######## iic_reg_access ########
[src/rtl/iic_pkg.sv]
// Shared constants and types for the IIC register-access sequencer.
// Command words follow IicMaster's 10-bit {ctl, byte, ack} format.
package iic_pkg;

  localparam logic [9:0] CMD_START = 10'b1_0000_0000_0;
  localparam logic [9:0] CMD_STOP  = 10'b1_1000_0000_0;
  localparam int         ACK_BIT   = 8;

  typedef enum logic [3:0] {
    S_IDLE,
    S_START1,
    S_SAW,
    S_IA,
    S_WDAT,
    S_START2,
    S_SAR,
    S_RDAT,
    S_STOP,
    S_DRAIN
  } state_t;

  function automatic logic [9:0] mk_byte_cmd(
    input logic [7:0] b,
    input logic       ackbit
  );
    return {1'b0, b, ackbit};
  endfunction

endpackage

[src/rtl/iic_rsp_tracker.sv]
// Retires data-FIFO result entries for the active transaction.
// Read-data entries go to the stream port; the rest feed the error flag.
module iic_rsp_tracker #(
  parameter int CW = 6
) (
  input  logic          clk,
  input  logic          rst,
  input  logic          clear,
  input  logic          active,
  input  logic          rd,
  input  logic [CW-1:0] exp_cnt,
  input  logic [8:0]    dat_din,
  input  logic          dat_empty,
  input  logic          rd_ready,
  output logic          rd_valid,
  output logic [7:0]    rd_data,
  output logic          dat_read,
  output logic          err_acc,
  output logic          retired
);
  import iic_pkg::*;

  logic [CW-1:0] rsp_cnt;
  logic          pending;
  logic          is_rdat;

  assign pending  = active && (rsp_cnt < exp_cnt);
  assign is_rdat  = rd && (rsp_cnt >= CW'(3));
  assign rd_valid = pending && is_rdat && !dat_empty;
  assign rd_data  = rd_valid ? dat_din[7:0] : 8'h00;
  assign dat_read = pending && !dat_empty && (!is_rdat || rd_ready);
  assign retired  = (rsp_cnt == exp_cnt);

  always_ff @(posedge clk or negedge rst) begin
    if (!rst) begin
      rsp_cnt <= '0;
      err_acc <= 1'b0;
    end else if (clear) begin
      rsp_cnt <= '0;
      err_acc <= 1'b0;
    end else if (dat_read) begin
      rsp_cnt <= rsp_cnt + CW'(1);
      if (!is_rdat)
        err_acc <= err_acc | dat_din[ACK_BIT];
    end
  end

endmodule

[src/rtl/iic_reg_access.sv]
// Register-level request to IIC command stream sequencer.
// Emits START/addr/ia/data/STOP words and retires per-byte results.
module iic_reg_access #(
  parameter int LEN_W = 4
) (
  input  logic             clk,
  input  logic             rst,
  input  logic             req_valid,
  output logic             req_ready,
  input  logic             req_rd,
  input  logic [6:0]       req_sa,
  input  logic [7:0]       req_ia,
  input  logic [LEN_W-1:0] req_len,
  input  logic             wd_valid,
  output logic             wd_ready,
  input  logic [7:0]       wd_data,
  output logic             rd_valid,
  input  logic             rd_ready,
  output logic [7:0]       rd_data,
  output logic             done,
  output logic             err,
  output logic [9:0]       cmd_dout,
  output logic             cmd_write,
  input  logic             cmd_full,
  input  logic [8:0]       dat_din,
  output logic             dat_read,
  input  logic             dat_empty
);
  import iic_pkg::*;

  localparam int CW = LEN_W + 2;

  state_t           state, nxt;
  logic             up;
  logic             rd_q;
  logic [6:0]       sa_q;
  logic [7:0]       ia_q;
  logic [LEN_W-1:0] len_q;
  logic [LEN_W-1:0] cnt;
  logic             last;
  logic             hs;
  logic             err_acc;
  logic             retired;
  logic [CW-1:0]    exp_cnt;

  assign hs      = (state == S_IDLE) && req_valid && up;
  assign last    = (cnt == len_q - LEN_W'(1));
  assign exp_cnt = CW'(len_q) + (rd_q ? CW'(3) : CW'(2));

  always_ff @(posedge clk or negedge rst) begin
    if (!rst) state <= S_IDLE;
    else      state <= nxt;
  end

  // A zero-length read is still one byte on the bus.
  always_ff @(posedge clk or negedge rst) begin
    if (!rst) begin
      up    <= 1'b0;
      rd_q  <= 1'b0;
      sa_q  <= '0;
      ia_q  <= '0;
      len_q <= '0;
      cnt   <= '0;
    end else begin
      up <= 1'b1;
      if (hs) begin
        rd_q  <= req_rd;
        sa_q  <= req_sa;
        ia_q  <= req_ia;
        len_q <= (req_rd && req_len == '0) ? LEN_W'(1) : req_len;
      end
      if (state != S_WDAT && state != S_RDAT)
        cnt <= '0;
      else if (cmd_write)
        cnt <= cnt + LEN_W'(1);
    end
  end

  always_comb begin
    nxt = state;
    unique case (state)
      S_IDLE:   if (hs) nxt = S_START1;
      S_START1: if (!cmd_full) nxt = S_SAW;
      S_SAW:    if (!cmd_full) nxt = S_IA;
      S_IA: begin
        if (!cmd_full)
          nxt = rd_q ? S_START2 :
                (len_q == '0) ? S_STOP : S_WDAT;
      end
      S_WDAT:   if (wd_valid && !cmd_full && last) nxt = S_STOP;
      S_START2: if (!cmd_full) nxt = S_SAR;
      S_SAR:    if (!cmd_full) nxt = S_RDAT;
      S_RDAT:   if (!cmd_full && last) nxt = S_STOP;
      S_STOP:   if (!cmd_full) nxt = S_DRAIN;
      S_DRAIN:  if (retired) nxt = S_IDLE;
      default:  nxt = S_IDLE;
    endcase
  end

  always_comb begin
    req_ready = 1'b0;
    wd_ready  = 1'b0;
    cmd_write = 1'b0;
    cmd_dout  = 10'h000;
    done      = 1'b0;
    err       = 1'b0;
    unique case (state)
      S_IDLE:   req_ready = up;
      S_START1: begin
        cmd_dout  = CMD_START;
        cmd_write = !cmd_full;
      end
      S_SAW: begin
        cmd_dout  = mk_byte_cmd({sa_q, 1'b0}, 1'b1);
        cmd_write = !cmd_full;
      end
      S_IA: begin
        cmd_dout  = mk_byte_cmd(ia_q, 1'b1);
        cmd_write = !cmd_full;
      end
      S_WDAT: begin
        cmd_dout  = mk_byte_cmd(wd_data, 1'b1);
        wd_ready  = !cmd_full;
        cmd_write = wd_valid && !cmd_full;
      end
      S_START2: begin
        cmd_dout  = CMD_START;
        cmd_write = !cmd_full;
      end
      S_SAR: begin
        cmd_dout  = mk_byte_cmd({sa_q, 1'b1}, 1'b1);
        cmd_write = !cmd_full;
      end
      S_RDAT: begin
        cmd_dout  = mk_byte_cmd(8'hFF, last);
        cmd_write = !cmd_full;
      end
      S_STOP: begin
        cmd_dout  = CMD_STOP;
        cmd_write = !cmd_full;
      end
      S_DRAIN: begin
        done = retired;
        err  = retired && err_acc;
      end
      default: ;
    endcase
  end

  iic_rsp_tracker #(.CW(CW)) u_rsp (
    .clk       (clk),
    .rst       (rst),
    .clear     (hs),
    .active    (state != S_IDLE),
    .rd        (rd_q),
    .exp_cnt   (exp_cnt),
    .dat_din   (dat_din),
    .dat_empty (dat_empty),
    .rd_ready  (rd_ready),
    .rd_valid  (rd_valid),
    .rd_data   (rd_data),
    .dat_read  (dat_read),
    .err_acc   (err_acc),
    .retired   (retired)
  );

endmodule
[config.mk]
export PLATFORM = sky130hd
export DESIGN_NAME = iic_reg_access
export DESIGN_NICKNAME = d
export VERILOG_FILES = /design/src/rtl/iic_pkg.sv /design/src/rtl/iic_rsp_tracker.sv /design/src/rtl/iic_reg_access.sv
export SDC_FILE = /design/constraint.sdc
export NUM_CORES = 1
export LEC_CHECK = 0
export ABC_AREA = 1
export CORE_MARGIN = 3
export CORE_UTILIZATION = 49
export DETAILED_ROUTE_END_ITERATION = 16
export PLACE_DENSITY = 0.92
export SLEW_MARGIN = 20
export SYNTH_ARGS = -nofsm -noshare
export SYNTH_HDL_FRONTEND = slang
export SYNTH_HIERARCHICAL = 1
export SYNTH_SLANG_ARGS = --single-unit
[constraint.sdc]
create_clock -name clk -period 3.57 [get_ports clk]
set_clock_uncertainty 0.2 [all_clocks]
set_input_delay 0.714 -clock clk [delete_from_list [all_inputs] [get_ports clk]]
set_output_delay 0.714 -clock clk [all_outputs]
set_load 0.03 [all_outputs]
######## snoopy_bus_arbiter ########
--- config.mk ---
export PLATFORM = sky130hd
export DESIGN_NAME = snoopy_bus_arbiter
export DESIGN_NICKNAME = d
export VERILOG_FILES = /design/src/rtl/snoopy_pkg.sv /design/src/rtl/snoopy_token_rr.sv /design/src/rtl/snoopy_bus_arbiter.sv
export SDC_FILE = /design/constraint.sdc
export NUM_CORES = 1
export LEC_CHECK = 0
export ABC_AREA = 1
export CAP_MARGIN = 5
export CORE_MARGIN = 10
export CORE_UTILIZATION = 43
export DETAILED_ROUTE_END_ITERATION = 8
export GPL_ROUTABILITY_DRIVEN = 0
export GPL_TIMING_DRIVEN = 1
export PLACE_DENSITY = 0.88
export REMOVE_ABC_BUFFERS = 1
export SYNTH_ARGS = -nofsm -noshare
export SYNTH_HDL_FRONTEND = slang
export SYNTH_HIERARCHICAL = 1
export SYNTH_SLANG_ARGS = --single-unit
--- constraint.sdc ---
create_clock -name clk -period 5.3 [get_ports clk]
set_clock_uncertainty 0.1 [all_clocks]
set_input_delay 1.06 -clock clk [delete_from_list [all_inputs] [get_ports clk]]
set_output_delay 1.06 -clock clk [all_outputs]
set_load 0.01 [all_outputs]
--- src/rtl/snoopy_pkg.sv ---
// snoopy_pkg: shared types and constants for the snoop bus arbiter
package snoopy_pkg;
  typedef enum logic [1:0] {IDLE, SNOOP, RESP} state_t;
  typedef logic core_id_t;
  localparam int NUM_CORES = 2;
  localparam int DEF_ADDR_W = 32;
  localparam int DEF_DATA_W = 32;
endpackage

--- src/rtl/snoopy_token_rr.sv ---
// snoopy_token_rr: combinational 2-way token arbiter; token register lives in the parent
module snoopy_token_rr
  import snoopy_pkg::*;
(
  input  logic [NUM_CORES-1:0] req,
  input  logic                 token,
  input  logic                 advance,
  output logic                 grant_id,
  output logic                 grant_valid,
  output logic                 token_nxt
);
  always_comb begin
    grant_id = req[token] ? token : ~token;
    grant_valid = |req;
    token_nxt = advance ? ~grant_id : token;
  end
endmodule

--- src/rtl/snoopy_bus_arbiter.sv ---
// snoopy_bus_arbiter: token arbiter and sequencer for the dual-core snoop bus
// Define SNOOPY_TIMEOUT_EN to abort snoops that see no ack within TIMEOUT_CYCLES.
module snoopy_bus_arbiter
  import snoopy_pkg::*;
#(
  parameter int ADDR_W = DEF_ADDR_W,
  parameter int DATA_W = DEF_DATA_W,
  parameter int TIMEOUT_CYCLES = 16
) (
  input  logic                        clk,
  input  logic                        rst_n,
  input  logic [NUM_CORES-1:0]        req_valid_i,
  input  logic [NUM_CORES-1:0]        req_wnr_i,
  input  logic [NUM_CORES*ADDR_W-1:0] req_addr_i,
  output logic [NUM_CORES-1:0]        req_ack_o,
  output logic                        rsp_hit_o,
  output logic [DATA_W-1:0]           rsp_data_o,
  output logic [NUM_CORES-1:0]        snp_valid_o,
  output logic                        snp_wnr_o,
  output logic [ADDR_W-1:0]           snp_addr_o,
  input  logic [NUM_CORES-1:0]        snp_ack_i,
  input  logic [NUM_CORES-1:0]        snp_hit_i,
  input  logic [NUM_CORES*DATA_W-1:0] snp_data_i,
  output logic                        token_o,
  output logic                        busy_o,
  output logic                        timeout_o
);
  state_t state, state_nxt;
  core_id_t winner, other, grant_id, token, token_nxt;
  logic grant_valid, wnr_q, hit_q, snp_ack_sel, timeout_hit;
  logic [ADDR_W-1:0] addr_q;
  logic [DATA_W-1:0] data_q, snp_data_sel;
  logic [NUM_CORES-1:0] arb_req;
  assign other = ~winner;
  assign snp_ack_sel = snp_ack_i[other];
  assign snp_data_sel = other ? snp_data_i[DATA_W +: DATA_W] : snp_data_i[0 +: DATA_W];
  // In RESP the arbiter sees only the winner, so advancing hands the token to the other core
  assign arb_req = (state == RESP) ? {winner, ~winner} : req_valid_i;
  snoopy_token_rr u_arb (
    .req        (arb_req),
    .token      (token),
    .advance    (state == RESP),
    .grant_id   (grant_id),
    .grant_valid(grant_valid),
    .token_nxt  (token_nxt)
  );
`ifdef SNOOPY_TIMEOUT_EN
  localparam int CW = $clog2(TIMEOUT_CYCLES + 1);
  logic [CW-1:0] cnt;
  logic to_q;
  always_ff @(posedge clk or negedge rst_n) begin
    if (!rst_n) begin
      cnt <= '0;
      to_q <= 1'b0;
    end else begin
      cnt <= (state == SNOOP) ? cnt + CW'(1) : '0;
      if (state == SNOOP) to_q <= timeout_hit;
    end
  end
  assign timeout_hit = (state == SNOOP) && !snp_ack_sel && (cnt == CW'(TIMEOUT_CYCLES - 1));
  assign timeout_o = (state == RESP) && to_q;
`else
  logic unused_to;
  assign unused_to = |TIMEOUT_CYCLES;
  assign timeout_hit = 1'b0;
  assign timeout_o = 1'b0;
`endif
  always_ff @(posedge clk or negedge rst_n) begin
    if (!rst_n) begin
      state <= IDLE;
      token <= 1'b0;
      winner <= 1'b0;
      addr_q <= '0;
      wnr_q <= 1'b0;
      hit_q <= 1'b0;
      data_q <= '0;
    end else begin
      state <= state_nxt;
      token <= token_nxt;
      if (state == IDLE && grant_valid) begin
        winner <= grant_id;
        addr_q <= grant_id ? req_addr_i[ADDR_W +: ADDR_W] : req_addr_i[0 +: ADDR_W];
        wnr_q <= req_wnr_i[grant_id];
      end
      if (state == SNOOP && (snp_ack_sel || timeout_hit)) begin
        hit_q <= snp_ack_sel && snp_hit_i[other];
        data_q <= (snp_ack_sel && !wnr_q) ? snp_data_sel : '0;
      end
    end
  end
  always_comb begin
    state_nxt = state;
    snp_valid_o = '0;
    req_ack_o = '0;
    rsp_hit_o = 1'b0;
    rsp_data_o = '0;
    case (state)
      IDLE: state_nxt = grant_valid ? SNOOP : IDLE;
      SNOOP: begin
        snp_valid_o[other] = 1'b1;
        state_nxt = (snp_ack_sel || timeout_hit) ? RESP : SNOOP;
      end
      RESP: begin
        req_ack_o[winner] = 1'b1;
        rsp_hit_o = hit_q;
        rsp_data_o = data_q;
        state_nxt = IDLE;
      end
      default: state_nxt = IDLE;
    endcase
  end
  assign snp_wnr_o = wnr_q;
  assign snp_addr_o = addr_q;
  assign token_o = token;
  assign busy_o = (state != IDLE);
endmodule

######## ds18b20_responder ########
<file path="src/rtl/ow_pkg.sv">
// rtl/ow_pkg.sv - 1-Wire command codes, responder states and DS18B20 scratchpad constants.
package ow_pkg;

    localparam logic [7:0] CMD_SKIP_ROM     = 8'hCC;
    localparam logic [7:0] CMD_CONVERT_T    = 8'h44;
    localparam logic [7:0] CMD_READ_SCRATCH = 8'hBE;

    // Power-on temperature: 85 degC in 1/16 degC units.
    localparam logic [15:0] TEMP_POR = 16'h0550;

    localparam logic [7:0] SP_BYTE2 = 8'h4B;
    localparam logic [7:0] SP_BYTE3 = 8'h46;
    localparam logic [7:0] SP_BYTE4 = 8'h7F;
    localparam logic [7:0] SP_BYTE5 = 8'hFF;
    localparam logic [7:0] SP_BYTE6 = 8'h0C;
    localparam logic [7:0] SP_BYTE7 = 8'h10;

    typedef enum logic [2:0] {
        IDLE,
        PRES_WAIT,
        PRES,
        ROM_CMD,
        FUNC_CMD,
        CONV_POLL,
        READ_TX
    } ow_state_e;

    function automatic logic [7:0] sp_const_byte(input logic [2:0] idx);
        logic [7:0] b;
        case (idx)
            3'd2:    b = SP_BYTE2;
            3'd3:    b = SP_BYTE3;
            3'd4:    b = SP_BYTE4;
            3'd5:    b = SP_BYTE5;
            3'd6:    b = SP_BYTE6;
            3'd7:    b = SP_BYTE7;
            default: b = 8'h00;
        endcase
        return b;
    endfunction

endpackage

</file>
<file path="src/rtl/ow_crc8.sv">
// rtl/ow_crc8.sv - serial Dallas/Maxim CRC-8 (x^8+x^5+x^4+1, reflected 0x8C), one bit per enable.
module ow_crc8 (
    input  logic       clk,
    input  logic       rst_n,
    input  logic       clr,
    input  logic       en,
    input  logic       bit_in,
    output logic [7:0] crc
);

    logic [7:0] crc_q;
    logic [7:0] crc_d;
    logic       fb;

    always_comb begin
        fb    = crc_q[0] ^ bit_in;
        crc_d = crc_q;
        if (clr) begin
            crc_d = 8'h00;
        end else if (en) begin
            crc_d = {1'b0, crc_q[7:1]} ^ (fb ? 8'h8C : 8'h00);
        end
    end

    always_ff @(posedge clk) begin
        if (!rst_n) begin
            crc_q <= 8'h00;
        end else begin
            crc_q <= crc_d;
        end
    end

    assign crc = crc_q;

endmodule

</file>
<file path="src/rtl/ds18b20_responder.sv">
// rtl/ds18b20_responder.sv - 1-Wire slave emulating a DS18B20: reset/presence, Skip ROM,
// Convert T and Read Scratchpad with a programmable temperature word.
module ds18b20_responder
    import ow_pkg::*;
#(
    parameter int unsigned CLK_MHZ      = 50,
    parameter int unsigned RST_MIN_US   = 480,
    parameter int unsigned PRES_WAIT_US = 30,
    parameter int unsigned PRES_LEN_US  = 120,
    parameter int unsigned SAMPLE_US    = 30,
    parameter int unsigned CONV_US      = 750000
) (
    input  logic        sys_clk,
    input  logic        sys_rst_n,
    input  logic        dq_in,
    output logic        dq_oe,
    input  logic [15:0] temp_in,
    output logic        busy,
    output logic        cmd_done,
    output logic        err
);

    localparam int CNT_W  = (CLK_MHZ > 1) ? $clog2(CLK_MHZ) : 1;
    localparam int LOW_W  = $clog2(RST_MIN_US + 1);
    localparam int TMR_W  = $clog2(PRES_WAIT_US + PRES_LEN_US + 1);
    localparam int SLOT_W = $clog2(SAMPLE_US + 1);
    localparam int CONV_W = $clog2(CONV_US + 1);

    ow_state_e          state_q, state_d;
    logic               dq_prev_q;
    logic [CNT_W-1:0]   cnt_q, cnt_d;
    logic [LOW_W-1:0]   low_us_q, low_us_d;
    logic [TMR_W-1:0]   tmr_q, tmr_d;
    logic               slot_act_q, slot_act_d;
    logic [SLOT_W-1:0]  slot_us_q, slot_us_d;
    logic [6:0]         sh_q, sh_d;
    logic [7:0]         tx_sh_q, tx_sh_d;
    logic [6:0]         bit_cnt_q, bit_cnt_d;
    logic               busy_q, busy_d;
    logic [CONV_W-1:0]  conv_q, conv_d;
    logic [15:0]        temp_q, temp_d;
    logic               err_q, err_d;
    logic               done_q, done_d;

    logic               fall, rise, tick, bus_rst;
    logic               slot_start, sample, conv_start;
    logic               crc_clr, crc_en;
    logic [7:0]         crc;
    logic [7:0]         rx_byte;
    logic [7:0]         nxt_byte;

    assign fall    = dq_prev_q & ~dq_in;
    assign rise    = ~dq_prev_q & dq_in;
    assign tick    = (cnt_q == CNT_W'(CLK_MHZ - 1));
    assign bus_rst = rise & (low_us_q == LOW_W'(RST_MIN_US));
    assign rx_byte = {dq_in, sh_q};

    // Falls caused by our own pull-down (presence, read-0) never open a slot.
    assign slot_start = fall & ~dq_oe &
                        (state_q inside {ROM_CMD, FUNC_CMD, CONV_POLL, READ_TX});
    assign sample     = slot_act_q & tick & (slot_us_q == SLOT_W'(SAMPLE_US - 1));

    assign dq_oe = (state_q == PRES) |
                   (slot_act_q & (((state_q == CONV_POLL) & busy_q) |
                                  ((state_q == READ_TX) & ~tx_sh_q[0])));

    assign busy     = busy_q;
    assign cmd_done = done_q;
    assign err      = err_q;

    ow_crc8 u_crc (
        .clk    (sys_clk),
        .rst_n  (sys_rst_n),
        .clr    (crc_clr),
        .en     (crc_en),
        .bit_in (tx_sh_q[0]),
        .crc    (crc)
    );

    always_comb begin
        case (bit_cnt_q[6:3])
            4'd0:    nxt_byte = temp_q[7:0];
            4'd1:    nxt_byte = temp_q[15:8];
            4'd8:    nxt_byte = crc;
            default: nxt_byte = sp_const_byte(bit_cnt_q[2:0] == 3'd0 ? bit_cnt_q[5:3] : bit_cnt_q[5:3]);
        endcase
    end

    // Timebase: 1 us tick re-phased on every falling edge; low-time saturates at the reset threshold.
    always_comb begin
        cnt_d    = (fall | tick) ? '0 : cnt_q + CNT_W'(1);
        low_us_d = low_us_q;
        if (fall) begin
            low_us_d = '0;
        end else if (~dq_in & tick & (low_us_q != LOW_W'(RST_MIN_US))) begin
            low_us_d = low_us_q + LOW_W'(1);
        end
    end

    always_comb begin
        state_d    = state_q;
        tmr_d      = tmr_q;
        slot_act_d = slot_act_q;
        slot_us_d  = slot_us_q;
        sh_d       = sh_q;
        tx_sh_d    = tx_sh_q;
        bit_cnt_d  = bit_cnt_q;
        err_d      = err_q;
        done_d     = 1'b0;
        crc_clr    = 1'b0;
        crc_en     = 1'b0;
        conv_start = 1'b0;

        if (tick && (state_q inside {PRES_WAIT, PRES})) begin
            tmr_d = tmr_q + TMR_W'(1);
        end
        if (slot_act_q && tick) begin
            slot_us_d = slot_us_q + SLOT_W'(1);
        end
        if (slot_start) begin
            slot_act_d = 1'b1;
            slot_us_d  = '0;
            // Bytes are fetched at the first slot of each byte so the CRC is final for byte 8.
            if (state_q == READ_TX && bit_cnt_q[2:0] == 3'd0) begin
                tx_sh_d = nxt_byte;
            end
        end
        if (sample) begin
            slot_act_d = 1'b0;
        end

        case (state_q)
            PRES_WAIT: begin
                if (tick && tmr_q == TMR_W'(PRES_WAIT_US - 1)) begin
                    state_d = PRES;
                    tmr_d   = '0;
                end
            end
            PRES: begin
                if (tick && tmr_q == TMR_W'(PRES_LEN_US - 1)) begin
                    state_d   = ROM_CMD;
                    bit_cnt_d = '0;
                end
            end
            ROM_CMD: begin
                if (sample) begin
                    sh_d      = rx_byte[7:1];
                    bit_cnt_d = bit_cnt_q + 7'd1;
                    if (bit_cnt_q == 7'd7) begin
                        bit_cnt_d = '0;
                        if (rx_byte == CMD_SKIP_ROM) begin
                            state_d = FUNC_CMD;
                        end else begin
                            err_d   = 1'b1;
                            state_d = IDLE;
                        end
                    end
                end
            end
            FUNC_CMD: begin
                if (sample) begin
                    sh_d      = rx_byte[7:1];
                    bit_cnt_d = bit_cnt_q + 7'd1;
                    if (bit_cnt_q == 7'd7) begin
                        bit_cnt_d = '0;
                        if (rx_byte == CMD_CONVERT_T) begin
                            conv_start = 1'b1;
                            state_d    = CONV_POLL;
                        end else if (rx_byte == CMD_READ_SCRATCH) begin
                            tx_sh_d = temp_q[7:0];
                            crc_clr = 1'b1;
                            state_d = READ_TX;
                        end else begin
                            err_d   = 1'b1;
                            state_d = IDLE;
                        end
                    end
                end
            end
            READ_TX: begin
                if (sample) begin
                    tx_sh_d   = {1'b1, tx_sh_q[7:1]};
                    crc_en    = (bit_cnt_q < 7'd64);
                    bit_cnt_d = bit_cnt_q + 7'd1;
                    if (bit_cnt_q == 7'd71) begin
                        done_d  = 1'b1;
                        state_d = IDLE;
                    end
                end
            end
            default: ;
        endcase

        // Bus reset overrides everything except a running conversion.
        if (bus_rst) begin
            state_d    = PRES_WAIT;
            tmr_d      = '0;
            slot_act_d = 1'b0;
            bit_cnt_d  = '0;
            err_d      = 1'b0;
            crc_clr    = 1'b1;
        end
    end

    always_comb begin
        busy_d = busy_q;
        conv_d = conv_q;
        temp_d = temp_q;
        if (conv_start) begin
            busy_d = 1'b1;
            conv_d = '0;
        end else if (busy_q && tick) begin
            if (conv_q == CONV_W'(CONV_US - 1)) begin
                busy_d = 1'b0;
                temp_d = temp_in;
            end else begin
                conv_d = conv_q + CONV_W'(1);
            end
        end
    end

    always_ff @(posedge sys_clk) begin
        if (!sys_rst_n) begin
            state_q    <= IDLE;
            dq_prev_q  <= 1'b1;
            cnt_q      <= '0;
            low_us_q   <= '0;
            tmr_q      <= '0;
            slot_act_q <= 1'b0;
            slot_us_q  <= '0;
            sh_q       <= '0;
            tx_sh_q    <= 8'hFF;
            bit_cnt_q  <= '0;
            busy_q     <= 1'b0;
            conv_q     <= '0;
            temp_q     <= TEMP_POR;
            err_q      <= 1'b0;
            done_q     <= 1'b0;
        end else begin
            state_q    <= state_d;
            dq_prev_q  <= dq_in;
            cnt_q      <= cnt_d;
            low_us_q   <= low_us_d;
            tmr_q      <= tmr_d;
            slot_act_q <= slot_act_d;
            slot_us_q  <= slot_us_d;
            sh_q       <= sh_d;
            tx_sh_q    <= tx_sh_d;
            bit_cnt_q  <= bit_cnt_d;
            busy_q     <= busy_d;
            conv_q     <= conv_d;
            temp_q     <= temp_d;
            err_q      <= err_d;
            // Conversion completion pulses cmd_done too.
            done_q     <= done_d | (busy_q & ~busy_d & ~conv_start);
        end
    end

endmodule

</file>
<file path="config.mk">
export PLATFORM = sky130hd
export DESIGN_NAME = ds18b20_responder
export DESIGN_NICKNAME = d
export VERILOG_FILES = /design/src/rtl/ow_pkg.sv /design/src/rtl/ow_crc8.sv /design/src/rtl/ds18b20_responder.sv
export SDC_FILE = /design/constraint.sdc
export NUM_CORES = 1
export LEC_CHECK = 0
export ABC_AREA = 1
export CAP_MARGIN = 40
export CORE_ASPECT_RATIO = 0.8
export CORE_UTILIZATION = 50
export CTS_CLUSTER_SIZE = 10
export DETAILED_ROUTE_END_ITERATION = 8
export PLACE_DENSITY = 0.72
export SETUP_SLACK_MARGIN = 0.1
export SLEW_MARGIN = 20
export SYNTH_ARGS = -nofsm -noshare
export SYNTH_HDL_FRONTEND = slang
export SYNTH_SLANG_ARGS = --single-unit
export TNS_END_PERCENT = 1
</file>
<file path="constraint.sdc">
create_clock -name sys_clk -period 2.96 [get_ports sys_clk]
set_input_delay 0.296 -clock sys_clk [delete_from_list [all_inputs] [get_ports sys_clk]]
set_output_delay 0.296 -clock sys_clk [all_outputs]
set_load 0.03 [all_outputs]
</file>
iic_reg_access/ff_map.png
Bar = 20 µm.
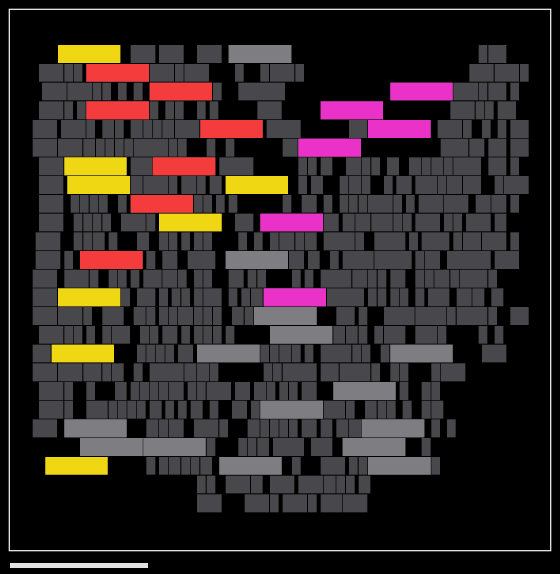
magenta -> `u_rsp/rsp_cnt`  # sequential cells 6, where top center
yellow -> `ia_q`  # sequential cells 8
red -> `sa_q`  # sequential cells 7, where upper left

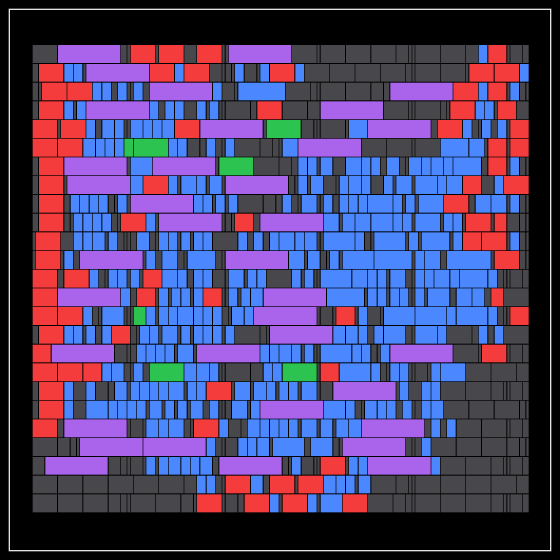
iic_reg_access/class_map.png
Fill, decap, tap and diode cells in gray.
green -> clock drivers and dummy loads  # cells 7
red -> remaining buffers and delay cells  # cells 77
purple -> sequential cells  # cells 36
blue -> remaining logic cells  # cells 337

==> summary.txt, iic_reg_access <==
fresh numbers from the pnr run: routed length on met1 2910 µm, Arr. time, crit path 2.54 ns, Final Setup Violations 0, Internal 1.32 mW, Buffers on Ports 68, Hold Path Class reg -> reg, synth warn 6, Post-Layout Cell Count 524, XORs/XNORs by Area 0.0170, largest family of logic cells by area simple AND/OR/NAND/NOR gates, Mux area share 0, Die ar. 0.00616 mm², vias 2700, Starting Density 0.524, total power 2.66 mW, max-cap viol count 0, synthesized chip area reported by yosys 0.00257 mm², die span in y 78.5 µm, routability cong. 0.874, via/cell ratio 5.15, post-synthesis cell type count 34, outcome completed, die width 78.5 µm
==> iic_reg_access: kinds of logic after synthesis <==
| logic type | after synthesis |
|---|---|
| AND-OR/OR-AND | 23 |
| XOR/XNOR | 5 |
| adder cells (fa/ha/maj) | 12 |
| buffers and inverters | 67 |
| flip-flops | 36 |
| other | 2 |
| AND/OR/NAND/NOR | 234 |
==> iic_reg_access: synthesized netlist by cell type, drive strengths merged <==
master     n  area, µm²
ha        12        150
xnor2      1       8.76
conb       2       7.51
o2111ai    1       8.76
dfrtp     36        901
inv       60        228
clkbuf     1       7.51
and3       1       6.26
clkinv     1       3.75
nor3       1       5.00
a21oi      7       38.8
o41ai      1       8.76
nor2      45        216
o21bai     1       7.51
o221ai     1       8.76
nand2    140        541
buf        5       33.8
nor3b      1       18.8
a31oi      1       6.26
o21ai     10       50.1
nand3     32        188
nand4     14       87.6
a221oi     1       8.76
xor2       4       35.0
==> iic_reg_access: layout make-up <==
cell class,instances,area [µm²]
clock buffers,6,72.6
clock inverters,1,5.00
fillers,400,1480
inverters,61,231
multi-input cells,276,1420
flip-flops and latches,36,901
well taps,67,83.8
repair buffers,77,713
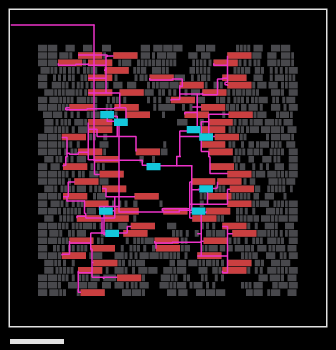
snoopy_bus_arbiter/clock_wires.png
Bar = 20 µm.
red -> flip-flops  # count 70
magenta -> clock wires  # length 845 µm
cyan -> clock-net drivers  # count 9
routed clock nets = 10

==> summary.txt, snoopy_bus_arbiter <==
fresh numbers from the pnr run: Mux area share 0, cell area after layout 0.00615 mm², antenna violations before repair 0, TNS Setup 0 ns, # H-tree levels 3, worst hold margin 0.376 ns, placed insts 887, CTS buffer count 9, synth warn 6, Starting Density 0.448, compound-gate portion of the synthesized area 0.00379, Worst-Margin Slew 1.22 ns, core region area 0.00885 mm², R2R setup slack 1.41 ns, Power Density 474 mW/mm², flip-flops with a built-in enable 0, crit path from state[1], outcome completed, Setup CP Type reg -> reg, via/cell ratio 4.78, Hold-fix buffers, CTS 0, Top cell area share 0.442, total power 2.92 mW, Top Layout Cells 370 x nand2_1, 208 x clkdlybuf4s50_1, 70 x dfrtp_1, Hold Crit Endpoint data_q[24], DR WL/cell 15.0 µm, I/O Pins 211, met1 Use GR 0.239, CTS tree yes, row count 34, DP Worst Slack 1.43 ns, largest net degree at the start of global routing 71
snoopy_bus_arbiter: final cells by class:
type | count | area (µm²) | share of cell area
clock buffers | 11 | 141 | 0.0230
inverters | 44 | 165 | 0.0268
repair buffers | 210 | 2100 | 0.341
multi-input cells | 455 | 1840 | 0.299
flip-flops and latches | 70 | 1750 | 0.285
clock inverters | 5 | 25.0 | 0.00407
well taps | 108 | 135 | 0.0220
snoopy_bus_arbiter: report_power, final:
| part | internal, mW | switching, mW |
|---|---|---|
| registers | 0.769 | 0.121 |
| clock network | 0.179 | 0.186 |
| logic | 0.658 | 1.01 |
| total | 1.61 | 1.31 |
snoopy_bus_arbiter: worst register-to-register path, cell delays in order (launching register included):
cell	delay [ns]
dfrtp_1	0.43
nand2_1	0.90
inv_1	0.23
nor2_1	0.16
nor2_1	0.08
inv_1	0.06
nand2_1	0.06
nand2_1	0.80
inv_2	0.53
nand2_1	0.20
nand2_1	0.06
nand2_1	0.06
o21ai_0	0.08
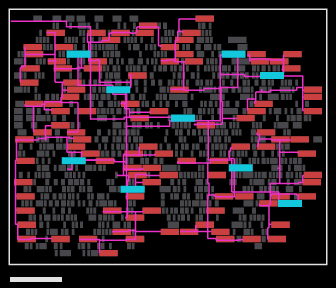
ds18b20_responder/clock_wires.png
Bar = 20 µm.
magenta -> clock wires  # length 1270 µm
cyan -> clock-net drivers  # count 9
red -> flip-flops  # count 102
routed clock nets = 10

==> summary.txt, ds18b20_responder <==
fresh numbers from the pnr run: Clk network pwr share 0.403, clk tree area frac 0.0451, # Cells Yosys 858, DP Worst Slack 0.634 ns, largest net degree at the start of global routing 30, Starting Density 0.518, outcome completed, # diodes 0, Non-clock inverters 105, Final WS setup 0.517 ns, max-cap viol count 0, RSZ-0062 raised after global routing no, cell area after layout 0.00627 mm², global route overflow 0, Min-Delay Path Depth 2, Worst-Margin Slew 0.742 ns, Mapped Nets 888, Hold-fix buffers, CTS 0, TNS Setup 0 ns, placed insts 1010, OpenROAD warning count 31, CTS tree yes, sequential share of power 0.498, fill cell count 1058, Commonest Layout Cell nand2_1, via/cell ratio 5.17, Setup Fix Bufs, Post-CTS 0, Nets 907, Synth Seq Share 0.361, CTS buffer count 9, Final Setup Violations 0, slowest stage delay, CP 0.70 ns, Sw Ratio 0.272, critical path's slowest cell clkdlybuf4s50_1, RR Startpoint cnt_q[0], Period minus WS final 2.44 ns, die width 121 µm, Syn Area/Cell 6.59 µm², CTS Buffer Depth 2, DR WL met2 5080 µm, Power Density 454 mW/mm², global-route wire length before repair 22400 µm, crit path from state_q[1], worst hold margin 0.458 ns, routed length on met1 6730 µm
==> ds18b20_responder: flip-flops by register name, summed over array words and instances, names as in the netlist <==
name / flops
conv_q: 20
temp_q: 16
low_us_q: 9
tmr_q: 8
tx_sh_q: 8
u_crc.crc: 8
bit_cnt_q: 7
sh_q: 7
cnt_q: 6
slot_us_q: 5
state_q: 3
busy: 1
cmd_done: 1
dq_prev_q: 1
err: 1
slot_act_q: 1
==> ds18b20_responder: logic make-up after synthesis <==
| logic type | count (synthesis) | share of synthesized area |
|---|---|---|
| buffers and inverters | 123 | 0.0869 |
| flip-flops | 102 | 0.361 |
| adder cells (fa/ha/maj) | 11 | 0.0243 |
| XOR/XNOR | 33 | 0.0511 |
| AND-OR/OR-AND | 115 | 0.105 |
| AND/OR/NAND/NOR | 474 | 0.372 |
==> ds18b20_responder: worst max-delay path: cells and delay by family (launching register included) <==
kind,cells,cell delay [ns]
flip-flops,1,0.43
AND/OR/NAND/NOR,4,0.47
buffers and inverters,2,0.81
AND-OR/OR-AND,1,0.07
==> ds18b20_responder: worst paths after layout <==
path	to	slack, ns
worst max register to register	conv_q[14]	0.81
worst min-delay path	err	0.46
worst min register to register	err	0.46
worst max-delay path	dq_oe	0.52


==> screenshots <==
Clock wiring as the flow saved it.
image #1
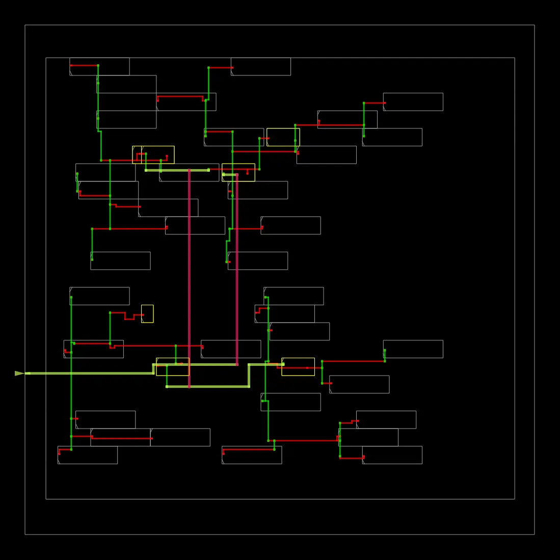
image #2
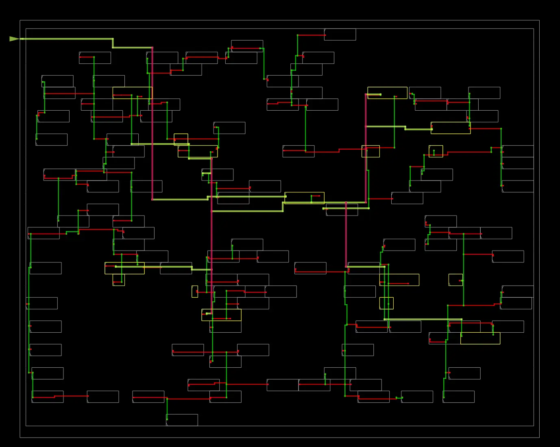
image #3
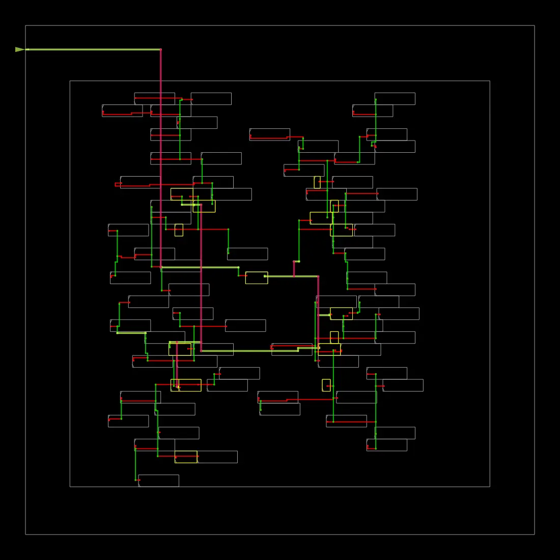
| picture | from |
|---|---|
| image #2 | ds18b20_responder |
| image #1 | iic_reg_access |
| image #3 | snoopy_bus_arbiter |
- fewest clock buffers: image #1


==> notes/layouts.md <==
Pictures saved along the way, in no particular order.

Metal layers overlaid.
Bar = 20 µm. Only two layers are drawn.
(a)
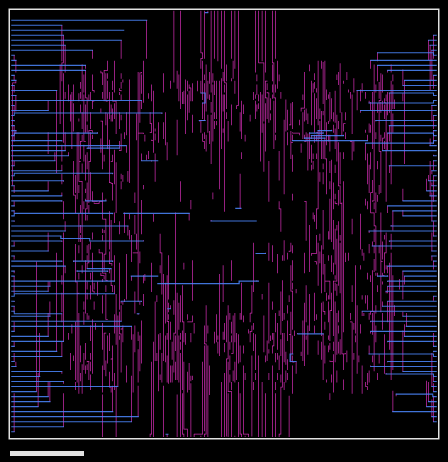
(b)
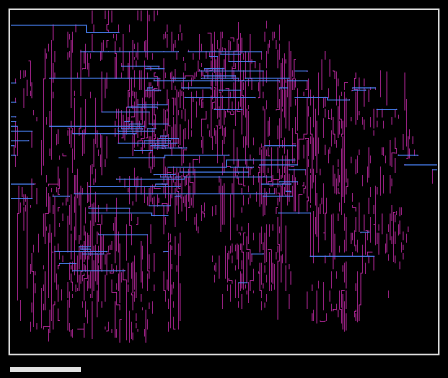
(c)
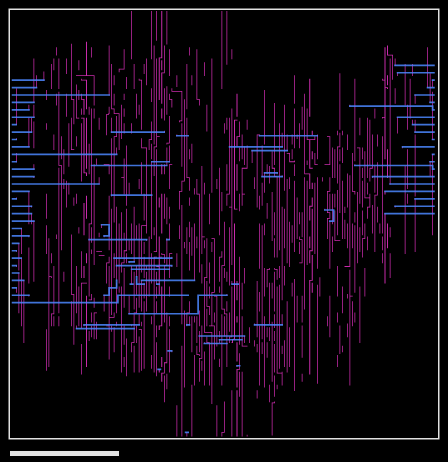
- iic_reg_access = (c)
- ds18b20_responder = (b)
- snoopy_bus_arbiter = (a)
- smallest die: (c)
- least wire: (c)

Power is estimated from default activity; no workload was simulated.
